# ---- shifter_pipelined ----
shifter_pipelined, PDN straps and rails:
Drawn at 2 px/µm. Pins as bars on the die edge.
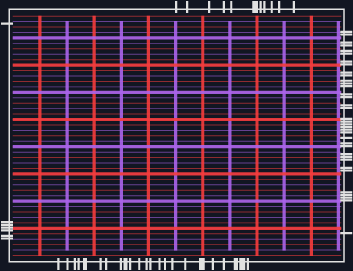

$ cat src/rtl/shifter_pipelined.sv
// Pipelined barrel shifter: one register stage per shift-amount bit.
// Modes: 00 SLL, 01 SRL, 10 SRA, 11 ROR. Valid/ready on both sides, and
// empty stages keep filling during a stall, so bubbles collapse.
module shifter_pipelined #(
   parameter int nb_bits_data  = 32,
   parameter int nb_bits_shift = 5,
   parameter int nb_bits_tag   = 4
) (
   input  logic                     clk_i,
   input  logic                     rst_n_i,
   input  logic                     flush_i,
   input  logic                     in_valid_i,
   output logic                     in_ready_o,
   input  logic [nb_bits_data-1:0]  data_i,
   input  logic [nb_bits_shift-1:0] shift_value_i,
   input  logic [1:0]               mode_i,
   input  logic [nb_bits_tag-1:0]   tag_i,
   output logic                     out_valid_o,
   input  logic                     out_ready_i,
   output logic [nb_bits_data-1:0]  data_o,
   output logic [nb_bits_tag-1:0]   tag_o
);

   localparam int n_stages = nb_bits_shift;

   localparam logic [1:0] mode_sll = 2'b00;
   localparam logic [1:0] mode_srl = 2'b01;
   localparam logic [1:0] mode_sra = 2'b10;

   // Per-stage registers. The full shift amount travels with the operation;
   // stage k only looks at bit k of it.
   logic [nb_bits_data-1:0]  data_q  [n_stages];
   logic [nb_bits_shift-1:0] shamt_q [n_stages];
   logic [1:0]               mode_q  [n_stages];
   logic                     sign_q  [n_stages];
   logic [nb_bits_tag-1:0]   tag_q   [n_stages];
   logic [n_stages-1:0]      valid_q;

   // Values presented to each stage (stage 0 from the inputs, others from k-1)
   logic [nb_bits_data-1:0]  src_data  [n_stages];
   logic [nb_bits_shift-1:0] src_shamt [n_stages];
   logic [1:0]               src_mode  [n_stages];
   logic                     src_sign  [n_stages];
   logic [nb_bits_tag-1:0]   src_tag   [n_stages];
   logic [n_stages-1:0]      src_valid;
   logic [nb_bits_data-1:0]  nxt_data  [n_stages];
   logic [n_stages-1:0]      load;

   // One shift step by a fixed power of two; amt is always in 1..nb_bits_data/2,
   // so the complementary shift for the fill never reaches the full width.
   function automatic logic [nb_bits_data-1:0] shift_step(
      input logic [nb_bits_data-1:0] d,
      input logic [1:0]              mode,
      input logic                    sign,
      input int                      amt
   );
      logic [nb_bits_data-1:0] r;
      case (mode)
         mode_sll: r = d << amt;
         mode_srl: r = d >> amt;
         mode_sra: r = (d >> amt) | ({nb_bits_data{sign}} << (nb_bits_data - amt));
         default:  r = (d >> amt) | (d << (nb_bits_data - amt));
      endcase
      return r;
   endfunction

   // Advance chain, resolved from the last stage back to stage 0
   always_comb begin
      logic ld;
      load = '0;
      ld   = !valid_q[n_stages-1] || out_ready_i;
      load[n_stages-1] = ld;
      for (int k = n_stages - 2; k >= 0; k--) begin
         ld      = !valid_q[k] || ld;
         load[k] = ld;
      end
   end

   assign in_ready_o = load[0] && !flush_i;

   // Stage inputs and the shifted value each stage would register
   always_comb begin
      src_data[0]  = data_i;
      src_shamt[0] = shift_value_i;
      src_mode[0]  = mode_i;
      src_sign[0]  = data_i[nb_bits_data-1];
      src_tag[0]   = tag_i;
      src_valid    = '0;
      src_valid[0] = in_valid_i && in_ready_o;
      for (int k = 1; k < n_stages; k++) begin
         src_data[k]  = data_q[k-1];
         src_shamt[k] = shamt_q[k-1];
         src_mode[k]  = mode_q[k-1];
         src_sign[k]  = sign_q[k-1];
         src_tag[k]   = tag_q[k-1];
         src_valid[k] = valid_q[k-1];
      end
      for (int k = 0; k < n_stages; k++) begin
         nxt_data[k] = src_shamt[k][k]
                     ? shift_step(src_data[k], src_mode[k], src_sign[k], 1 << k)
                     : src_data[k];
      end
   end

   // Stage registers; payload only updates when a valid operation moves in
   always_ff @(posedge clk_i or negedge rst_n_i) begin
      if (!rst_n_i) begin
         valid_q <= '0;
         for (int k = 0; k < n_stages; k++) begin
            data_q[k]  <= '0;
            shamt_q[k] <= '0;
            mode_q[k]  <= '0;
            sign_q[k]  <= 1'b0;
            tag_q[k]   <= '0;
         end
      end else if (flush_i) begin
         valid_q <= '0;
      end else begin
         for (int k = 0; k < n_stages; k++) begin
            if (load[k]) begin
               valid_q[k] <= src_valid[k];
               if (src_valid[k]) begin
                  data_q[k]  <= nxt_data[k];
                  shamt_q[k] <= src_shamt[k];
                  mode_q[k]  <= src_mode[k];
                  sign_q[k]  <= src_sign[k];
                  tag_q[k]   <= src_tag[k];
               end
            end
         end
      end
   end

   assign out_valid_o = valid_q[n_stages-1];
   assign data_o      = data_q[n_stages-1];
   assign tag_o       = tag_q[n_stages-1];

endmodule

$ cat config.mk
export PLATFORM = sky130hd
export DESIGN_NAME = shifter_pipelined
export DESIGN_NICKNAME = d
export VERILOG_FILES = /design/src/rtl/shifter_pipelined.sv
export SDC_FILE = /design/constraint.sdc
export NUM_CORES = 1
export LEC_CHECK = 0
export CAP_MARGIN = 20
export CORE_ASPECT_RATIO = 0.75
export CORE_UTILIZATION = 58
export DETAILED_ROUTE_END_ITERATION = 7
export DONT_BUFFER_PORTS = 1
export PLACE_DENSITY = 0.76
export SLEW_MARGIN = 20
export SYNTH_ARGS = -nofsm -noshare
export SYNTH_HDL_FRONTEND = slang
export SYNTH_SLANG_ARGS = --single-unit
$ cat constraint.sdc
create_clock -name clk_i -period 1.8 [get_ports clk_i]
set_clock_uncertainty 0.05 [all_clocks]
set_input_delay 0.36 -clock clk_i [delete_from_list [all_inputs] [get_ports clk_i]]
set_output_delay 0.36 -clock clk_i [all_outputs]
set_load 0.1 [all_outputs]
# ---- pipelined_addsub ----
==> config.mk <==
export PLATFORM = sky130hd
export DESIGN_NAME = pipelined_addsub
export DESIGN_NICKNAME = d
export VERILOG_FILES = /design/src/rtl/pipelined_addsub.sv
export SDC_FILE = /design/constraint.sdc
export NUM_CORES = 1
export LEC_CHECK = 0
export CAP_MARGIN = 25
export CELL_PAD_IN_SITES_DETAIL_PLACEMENT = 0
export CELL_PAD_IN_SITES_GLOBAL_PLACEMENT = 1
export CORE_ASPECT_RATIO = 0.8
export CORE_MARGIN = 2
export CORE_UTILIZATION = 40
export CTS_CLUSTER_SIZE = 10
export DETAILED_ROUTE_END_ITERATION = 6
export PLACE_DENSITY_LB_ADDON = 0.1
export SYNTH_ARGS = -nofsm -noshare
export SYNTH_HDL_FRONTEND = slang
export SYNTH_SLANG_ARGS = --single-unit
export TNS_END_PERCENT = 5
==> constraint.sdc <==
create_clock -name clk -period 1.65 [get_ports clk]
set_input_delay 0.2475 -clock clk [delete_from_list [all_inputs] [get_ports clk]]
set_output_delay 0.2475 -clock clk [all_outputs]
set_load 0.1 [all_outputs]
==> src/rtl/pipelined_addsub.sv <==
// Two-stage carry-select add/subtract unit with valid/ready on both sides.
// Stage 1 forms the low sum and both high candidates; stage 2 selects and flags.
module pipelined_addsub #(
  parameter int WIDTH = 16
) (
  input  logic             clk,
  input  logic             rst_n,
  input  logic             in_valid,
  output logic             in_ready,
  input  logic [WIDTH-1:0] a,
  input  logic [WIDTH-1:0] b,
  input  logic             cin,
  input  logic             sub,
  output logic             out_valid,
  input  logic             out_ready,
  output logic [WIDTH-1:0] s,
  output logic             cout,
  output logic             ovf,
  output logic             zero
);

  localparam int H = WIDTH / 2;

  logic         s1_valid;
  logic [H:0]   s1_lo;
  logic [H:0]   s1_hi0;
  logic [H:0]   s1_hi1;
  logic         s1_sa;
  logic         s1_sb;
  logic         s1_sub;

  logic             s2_adv;
  logic [WIDTH-1:0] bx;
  logic             c0;
  logic [H:0]       lo;
  logic [H:0]       hi0;
  logic [H:0]       hi1;

  logic [H:0]       hi_sel;
  logic [WIDTH-1:0] sum;
  logic             n_cout;
  logic             n_ovf;
  logic             n_zero;

  assign s2_adv   = !out_valid || out_ready;
  assign in_ready = !s1_valid || s2_adv;

  // Subtract is a + ~b + ~cin; the adder carry is inverted into a borrow later.
  assign bx  = sub ? ~b : b;
  assign c0  = cin ^ sub;
  assign lo  = {1'b0, a[H-1:0]} + {1'b0, bx[H-1:0]}
             + {{H{1'b0}}, c0};
  assign hi0 = {1'b0, a[WIDTH-1:H]} + {1'b0, bx[WIDTH-1:H]};
  assign hi1 = {1'b0, a[WIDTH-1:H]} + {1'b0, bx[WIDTH-1:H]}
             + {{H{1'b0}}, 1'b1};

  assign hi_sel = s1_lo[H] ? s1_hi1 : s1_hi0;
  assign sum    = {hi_sel[H-1:0], s1_lo[H-1:0]};
  assign n_cout = hi_sel[H] ^ s1_sub;
  assign n_ovf  = (s1_sa == s1_sb) && (sum[WIDTH-1] != s1_sa);
  assign n_zero = (sum == '0);

  always_ff @(posedge clk or negedge rst_n) begin
    if (!rst_n) begin
      s1_valid <= 1'b0;
      s1_lo    <= '0;
      s1_hi0   <= '0;
      s1_hi1   <= '0;
      s1_sa    <= 1'b0;
      s1_sb    <= 1'b0;
      s1_sub   <= 1'b0;
    end else if (in_ready) begin
      s1_valid <= in_valid;
      if (in_valid) begin
        s1_lo  <= lo;
        s1_hi0 <= hi0;
        s1_hi1 <= hi1;
        s1_sa  <= a[WIDTH-1];
        s1_sb  <= bx[WIDTH-1];
        s1_sub <= sub;
      end
    end
  end

  always_ff @(posedge clk or negedge rst_n) begin
    if (!rst_n) begin
      out_valid <= 1'b0;
      s         <= '0;
      cout      <= 1'b0;
      ovf       <= 1'b0;
      zero      <= 1'b0;
    end else if (s2_adv) begin
      out_valid <= s1_valid;
      if (s1_valid) begin
        s    <= sum;
        cout <= n_cout;
        ovf  <= n_ovf;
        zero <= n_zero;
      end
    end
  end

endmodule

# ---- xy_ni_tx ----
### config.mk
export PLATFORM = sky130hd
export DESIGN_NAME = xy_ni_tx
export DESIGN_NICKNAME = d
export VERILOG_FILES = /design/src/rtl/xy_ni_tx.sv
export SDC_FILE = /design/constraint.sdc
export NUM_CORES = 1
export LEC_CHECK = 0
export CAP_MARGIN = 10
export CORE_MARGIN = 5
export CORE_UTILIZATION = 45
export DETAILED_ROUTE_END_ITERATION = 16
export GPL_TIMING_DRIVEN = 0
export PLACE_DENSITY = 0.88
export SYNTH_ARGS = -nofsm -noshare
export SYNTH_HDL_FRONTEND = slang
export SYNTH_SLANG_ARGS = --single-unit
### constraint.sdc
create_clock -name clk_i -period 1.9 [get_ports clk_i]
set_clock_uncertainty 0.2 [all_clocks]
set_input_delay 0.475 -clock clk_i [delete_from_list [all_inputs] [get_ports clk_i]]
set_output_delay 0.475 -clock clk_i [all_outputs]
set_load 0.05 [all_outputs]
### src/rtl/xy_ni_tx.sv
// Transmit network interface: packs PE words into XY packets and feeds the switch RESOURCE FIFO.
// Optional build macro XY_NI_STATS_EN adds saturating tx/drop counters (tied to 0 otherwise).
module xy_ni_tx #(
    parameter int COL_CORD        = 0,
    parameter int ROW_CORD        = 0,
    parameter int MESH_COLS       = 4,
    parameter int MESH_ROWS       = 4,
    parameter int FIFO_DEPTH_W    = 2,
    parameter int PCKT_COL_ADDR_W = 4,
    parameter int PCKT_ROW_ADDR_W = 4,
    parameter int PCKT_DATA_W     = 8,
    parameter int PCKT_W          = PCKT_COL_ADDR_W + PCKT_ROW_ADDR_W + PCKT_DATA_W
) (
    input  logic                       clk_i,
    input  logic                       rst_ni,
    input  logic                       valid_i,
    output logic                       ready_o,
    input  logic [PCKT_COL_ADDR_W-1:0] dst_col_i,
    input  logic [PCKT_ROW_ADDR_W-1:0] dst_row_i,
    input  logic [PCKT_DATA_W-1:0]     data_i,
    output logic                       wr_en_o,
    output logic [PCKT_W-1:0]          pckt_o,
    input  logic                       nxt_fifo_full_i,
    input  logic                       nxt_fifo_overflow_i,
    output logic                       addr_err_o,
    output logic                       ovf_err_o,
    output logic [15:0]                tx_cnt_o,
    output logic [15:0]                drop_cnt_o
);

    localparam int DEPTH = 2 ** FIFO_DEPTH_W;
    localparam logic [FIFO_DEPTH_W:0] PTR_ONE = {{FIFO_DEPTH_W{1'b0}}, 1'b1};

    // The attached switch must itself lie inside the mesh.
    if (COL_CORD >= MESH_COLS || ROW_CORD >= MESH_ROWS) begin : g_coord_chk
        $error("xy_ni_tx: switch coordinate outside mesh");
    end

    logic [PCKT_W-1:0]       fifo_mem [DEPTH];
    logic [FIFO_DEPTH_W:0]   wr_ptr;
    logic [FIFO_DEPTH_W:0]   rd_ptr;
    logic                    fifo_full;
    logic                    fifo_empty;
    logic                    accept;
    logic                    addr_ok;
    logic                    push;
    logic                    drop;
    logic                    pop;

    assign fifo_empty = (wr_ptr == rd_ptr);
    assign fifo_full  = (wr_ptr[FIFO_DEPTH_W] != rd_ptr[FIFO_DEPTH_W]) &&
                        (wr_ptr[FIFO_DEPTH_W-1:0] == rd_ptr[FIFO_DEPTH_W-1:0]);

    assign ready_o = !fifo_full;
    assign accept  = valid_i && ready_o;
    assign addr_ok = (32'(dst_col_i) < MESH_COLS) && (32'(dst_row_i) < MESH_ROWS);
    assign push    = accept && addr_ok;
    assign drop    = accept && !addr_ok;

    // Emptiness follows the pointers, which clear asynchronously, so wr_en_o drops with reset.
    assign wr_en_o = !fifo_empty && !nxt_fifo_full_i;
    assign pop     = wr_en_o;
    assign pckt_o  = fifo_empty ? '0 : fifo_mem[rd_ptr[FIFO_DEPTH_W-1:0]];

    always_ff @(posedge clk_i) begin
        if (push) begin
            fifo_mem[wr_ptr[FIFO_DEPTH_W-1:0]] <= {dst_col_i, dst_row_i, data_i};
        end
    end

    always_ff @(posedge clk_i or negedge rst_ni) begin
        if (!rst_ni) begin
            wr_ptr     <= '0;
            rd_ptr     <= '0;
            addr_err_o <= 1'b0;
            ovf_err_o  <= 1'b0;
        end else begin
            if (push) begin
                wr_ptr <= wr_ptr + PTR_ONE;
            end
            if (pop) begin
                rd_ptr <= rd_ptr + PTR_ONE;
            end
            if (drop) begin
                addr_err_o <= 1'b1;
            end
            if (nxt_fifo_overflow_i) begin
                ovf_err_o <= 1'b1;
            end
        end
    end

`ifdef XY_NI_STATS_EN
    function automatic logic [15:0] sat_inc(input logic [15:0] v);
        return (v == 16'hFFFF) ? v : v + 16'd1;
    endfunction

    logic [15:0] tx_cnt;
    logic [15:0] drop_cnt;

    always_ff @(posedge clk_i or negedge rst_ni) begin
        if (!rst_ni) begin
            tx_cnt   <= '0;
            drop_cnt <= '0;
        end else begin
            if (pop) begin
                tx_cnt <= sat_inc(tx_cnt);
            end
            if (drop) begin
                drop_cnt <= sat_inc(drop_cnt);
            end
        end
    end

    assign tx_cnt_o   = tx_cnt;
    assign drop_cnt_o = drop_cnt;
`else
    assign tx_cnt_o   = 16'd0;
    assign drop_cnt_o = 16'd0;
`endif

endmodule

pipelined_addsub, cell density map:
Drawn at 4 px/µm. 10 x 8 tiles, from black (low) to pale yellow (high), 0 to 100% covered.
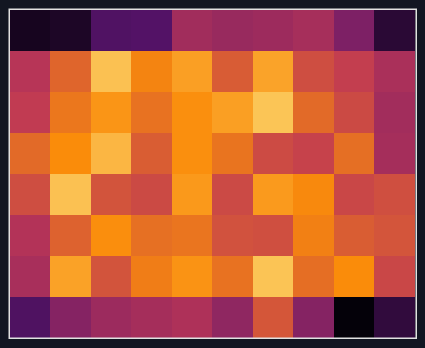
1.3% of the tiles are nearly empty. The mean over all tiles is 57%. 23% of the tiles are over 75% full.

==> qor.json, pipelined_addsub <==
{
  "totalPowerFinal_w": 0.00662,
  "cp_top_family": "AND-OR/OR-AND gates",
  "numSynthFlops": 51,
  "worst_ep_required_time_ns": 1.90,
  "synth_xor_xnor_area_share": 0.0949,
  "syn_nets": 363,
  "rsz0062_at_grt": "true",
  "failed_checks": "negative setup slack",
  "antenna_found_initial": 0,
  "outcome": "complete, but fails checks",
  "cp_slowest_stage_delay_ns": 0.42,
  "drt_iter0_drc": 117,
  "postLayoutSetupSlackWorst_ns": -0.535,
  "postSynthSeqShare": 0.421,
  "pwr-share-seq": 0.299,
  "num_rows": 28,
  "cts-buffers-inserted": 5,
  "synth-cells-yosys": 304,
  "top_usage_layer": "met2",
  "global_route.overflow_total": 0,
  "drt.antenna.violating_nets": 0,
  "wl_met2_um": 3220,
  "setup_viol": 18,
  "syn-cell-area_um2": 3030,
  "post_synth.cell_area_avg_um2": 9.98,
  "floorplan.die.height_um": 81.9,
  "fin_worst_skew_ns": 0.00938,
  "totalWireLength_um": 7160,
  "slack_of_the_worst_reg_to_reg_path_ns": 0.02,
  "htree_levels": 2,
  "yosysWarnings": 0,
  "final_period_minus_worst_setup_slack_ns": 2.19,
  "path_class": "primary input to register"
}
pipelined_addsub: area by class of cell:
class	instances	area [µm²]
repair buffers	123	1350
fillers	610	2540
inverters	4	15.0
flip-flops and latches	51	1280
clock buffers	6	82.6
multi-input cells	237	1960
clock inverters	2	16.3
well taps	90	113
pipelined_addsub: state kept, by name, summed over array words and instances (netlist names):
register / flops
cout: 1
out_valid: 1
ovf: 1
s: 16
s1_hi0: 9
s1_hi1: 9
s1_lo: 9
s1_sa: 1
s1_sb: 1
s1_sub: 1
s1_valid: 1
zero: 1
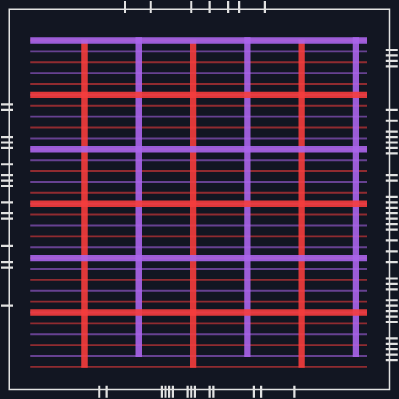
xy_ni_tx: PDN straps and rails
Drawn at 4 px/µm. Pins as bars on the die edge.
Key: VDD = purple; VSS = red
The core has 30 rows. 31 met1 rails follow the rows. 73 signal pins sit on the boundary. 6 straps on met4. 6 straps on met5.
die width: 94.7 µm
worst ir drop on vdd: 1110 µV
Core Box Area: 6870 µm²

==> qor.json, xy_ni_tx <==
{
  "pwrdens_nw_per_um2": 1670,
  "postLayoutSetupSlackWorst_ns": -0.682,
  "remaining_drc_errors": 0,
  "placement.setup.worst_slack_ns": -0.918,
  "totalWireLength_um": 6600,
  "postSynth.asyncResetShare": 0.111,
  "layout.area.seq_um2": 2120,
  "mux_share": 0.128,
  "crit_slowest_cell": "sky130_fd_sc_hd__dfrtp_1",
  "final_period_minus_worst_setup_slack_ns": 2.58,
  "crit_path_cell_trace": "buf_12, xnor2_4, and3b_2, buf_8, buf_4, nor2_4, buf_8",
  "crit_arrival_ns": 1.91,
  "placed_cell_area_um2": 3990,
  "largest_reg_flops": 64,
  "setup-tns-final_ns": -11.71,
  "failed_checks": "negative setup slack",
  "p_comb_w": 0.00451,
  "area_leaders": "sky130_fd_sc_hd__edfxtp_1 60%, sky130_fd_sc_hd__buf_4 7.9%, sky130_fd_sc_hd__mux4_2 6.3%",
  "yosys-dominant-comb-family": "multiplexers",
  "buf_share": 0.225,
  "synth_cells": 178,
  "final.hold.worst_slack_ns": 0.214,
  "design.seq.count": 72,
  "power.sequential.total_w": 0.00192,
  "detailed_place_hpwl_um": 3940,
  "number_of_global_route_vias_before_repair": 1773,
  "synth_adder_area_share": 0.0194,
  "outcome": "complete, but fails checks",
  "drt.antenna.violating_nets": 0,
  "highest_count_logic_cell_in_the_final_layout": "sky130_fd_sc_hd__edfxtp_1",
  "post_synth.cell_area_avg_um2": 18.1,
  "timing_hold_violations_final": 0,
  "power_leader": "combinational cells",
  "setup_viol": 24,
  "comb_area_um2": 1070
}
[xy_ni_tx: per-layer routing]
layer	share of wire	GRT usage	routed length (µm)	vias up
met2	0.50	0.271	3320	93
met1	0.38	0.185	2500	849
li1	-	-	-	815
met3	0.10	0.0398	685	9
met5	0	0	0	-
met4	0.013	0.0589	87	0
[xy_ni_tx: worst reg2reg max path, delay by kind of cell, from the launching register on]
| family | cells | cell delay (ns) |
|---|---|---|
| xor gates and xnor gates | 1 | 0.13 |
| DFF | 1 | 0.43 |
| and+or+nand+nor | 2 | 0.39 |
| buffers and inverters | 4 | 0.59 |
| muxes | 1 | 0.28 |
shifter_pipelined, register map, names as in the netlist:
Drawn at 2 px/µm. Other sequential cells in the stronger grey, the rest of the logic in the fainter grey.
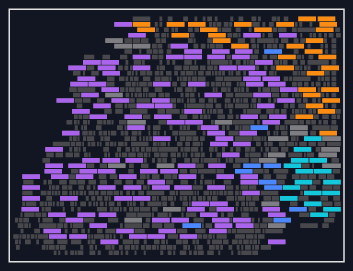
Key: shamt_q = blue [sequential cells 10]; data_q = purple [sequential cells 128]; src_tag = cyan [sequential cells 16]; data_o = orange [sequential cells 32]
Another 21 sequential cells are not coloured.
final core utilization: 0.665
sequential cell power: 0.00794 W
fraction of area in registers: 0.397
register cell area after layout: 5190 µm²

shifter_pipelined, cell density map:
Drawn at 2 px/µm. 17 x 13 tiles, from black (low) to pale yellow (high), 0 to 100% covered.
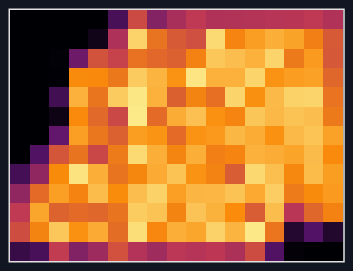
41% of the tiles are over 75% full. The emptiest ninth of the die: north-west. The fullest tile reaches 95%. The mean over all tiles is 61%.
starting utilization of the core area: 0.600
Core Box Area: 19700 µm²

## Picture notes: 'PDN straps and rails' of shifter_pipelined
Key: VDD = purple; VSS = red
8 straps on met5. 86 signal pins sit on the boundary.

==> qor.json, shifter_pipelined <==
{
  "outcome": "complete, but fails checks",
  "failed_checks": "negative hold slack, negative setup slack",
  "clock-sinks": 207,
  "crit-reg2reg-launch": "valid_q[4]$_DFFE_PN0P_",
  "timing_hold_violations_final": 207,
  "largest_reg_flops": 128,
  "leakage_power_total_nw": 5.48,
  "postLayoutSetupSlackWorst_ns": -0.301,
  "regToRegEndpoint": "data_q[141]$_DFFE_PN0P_",
  "maxSlewHeadroom": 0.614,
  "layout.cells.largest_class": "logic gates",
  "totalWireLength_um": 28200,
  "place_inst": 1353,
  "least_margin_pin_slew_ns": 0.580,
  "number_of_global_route_vias_before_repair": 8247,
  "final_period_minus_worst_setup_slack_ns": 2.10,
  "design.seq.count": 207,
  "post_synth_num_cell_types": 43,
  "worstSetupStartpointType": "register",
  "pwrdens_nw_per_um2": 1510,
  "dieWidth_um": 167,
  "top_area_cell": "sky130_fd_sc_hd__dfrtp_1",
  "io_buffers": 0,
  "setup_viol": 43,
  "met3RoutedLength_um": 2050,
  "area_leaders": "sky130_fd_sc_hd__dfrtp_1 44%, sky130_fd_sc_hd__mux2_2 11%, sky130_fd_sc_hd__o21ai_0 7.6%",
  "clock_tree_area_fraction": 0.0516,
  "final.hold.worst_slack_ns": -0.498,
  "synth-cells-yosys": 1172,
  "finalNonFillerCells": 1412
}
-- shifter_pipelined: logic make-up after synthesis --
kind of cell / Yosys count / share of synthesized area
AOI/OAI and AO/OA: 376 / 0.194
xor gates and xnor gates: 1 / 0.000743
buffers and inverters: 162 / 0.0704
DFF: 207 / 0.439
muxes: 161 / 0.166
and+or+nand+nor: 265 / 0.130
-- shifter_pipelined: power groups by stage --
stage,Sequential (W),Combinational (W),Clock (W)
floorplan,0.00713,0.00606,0
global placement,0.00787,0.00702,0
detailed placement,0.00793,0.00721,0
CTS,0.00787,0.00732,0.00438
global route,0.00812,0.00800,0.00460
finish,0.00794,0.00744,0.00435


==> notes/layouts.md <==
Pictures saved along the way, in no particular order.

Clock nets.
(a)
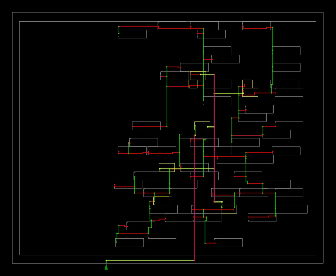
(b)
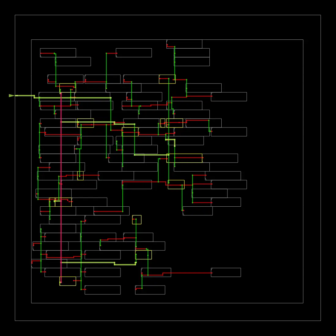
(c)
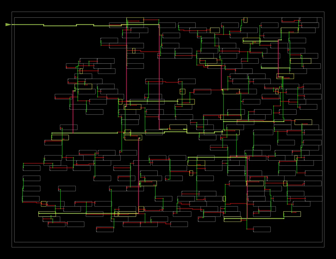
Of these, fewest sequential cells: (a)
Of these, fewest clock buffers: (a)
| from | picture |
|---|---|
| shifter_pipelined | (c) |
| pipelined_addsub | (a) |
| xy_ni_tx | (b) |

Power is estimated from default activity; no workload was simulated.
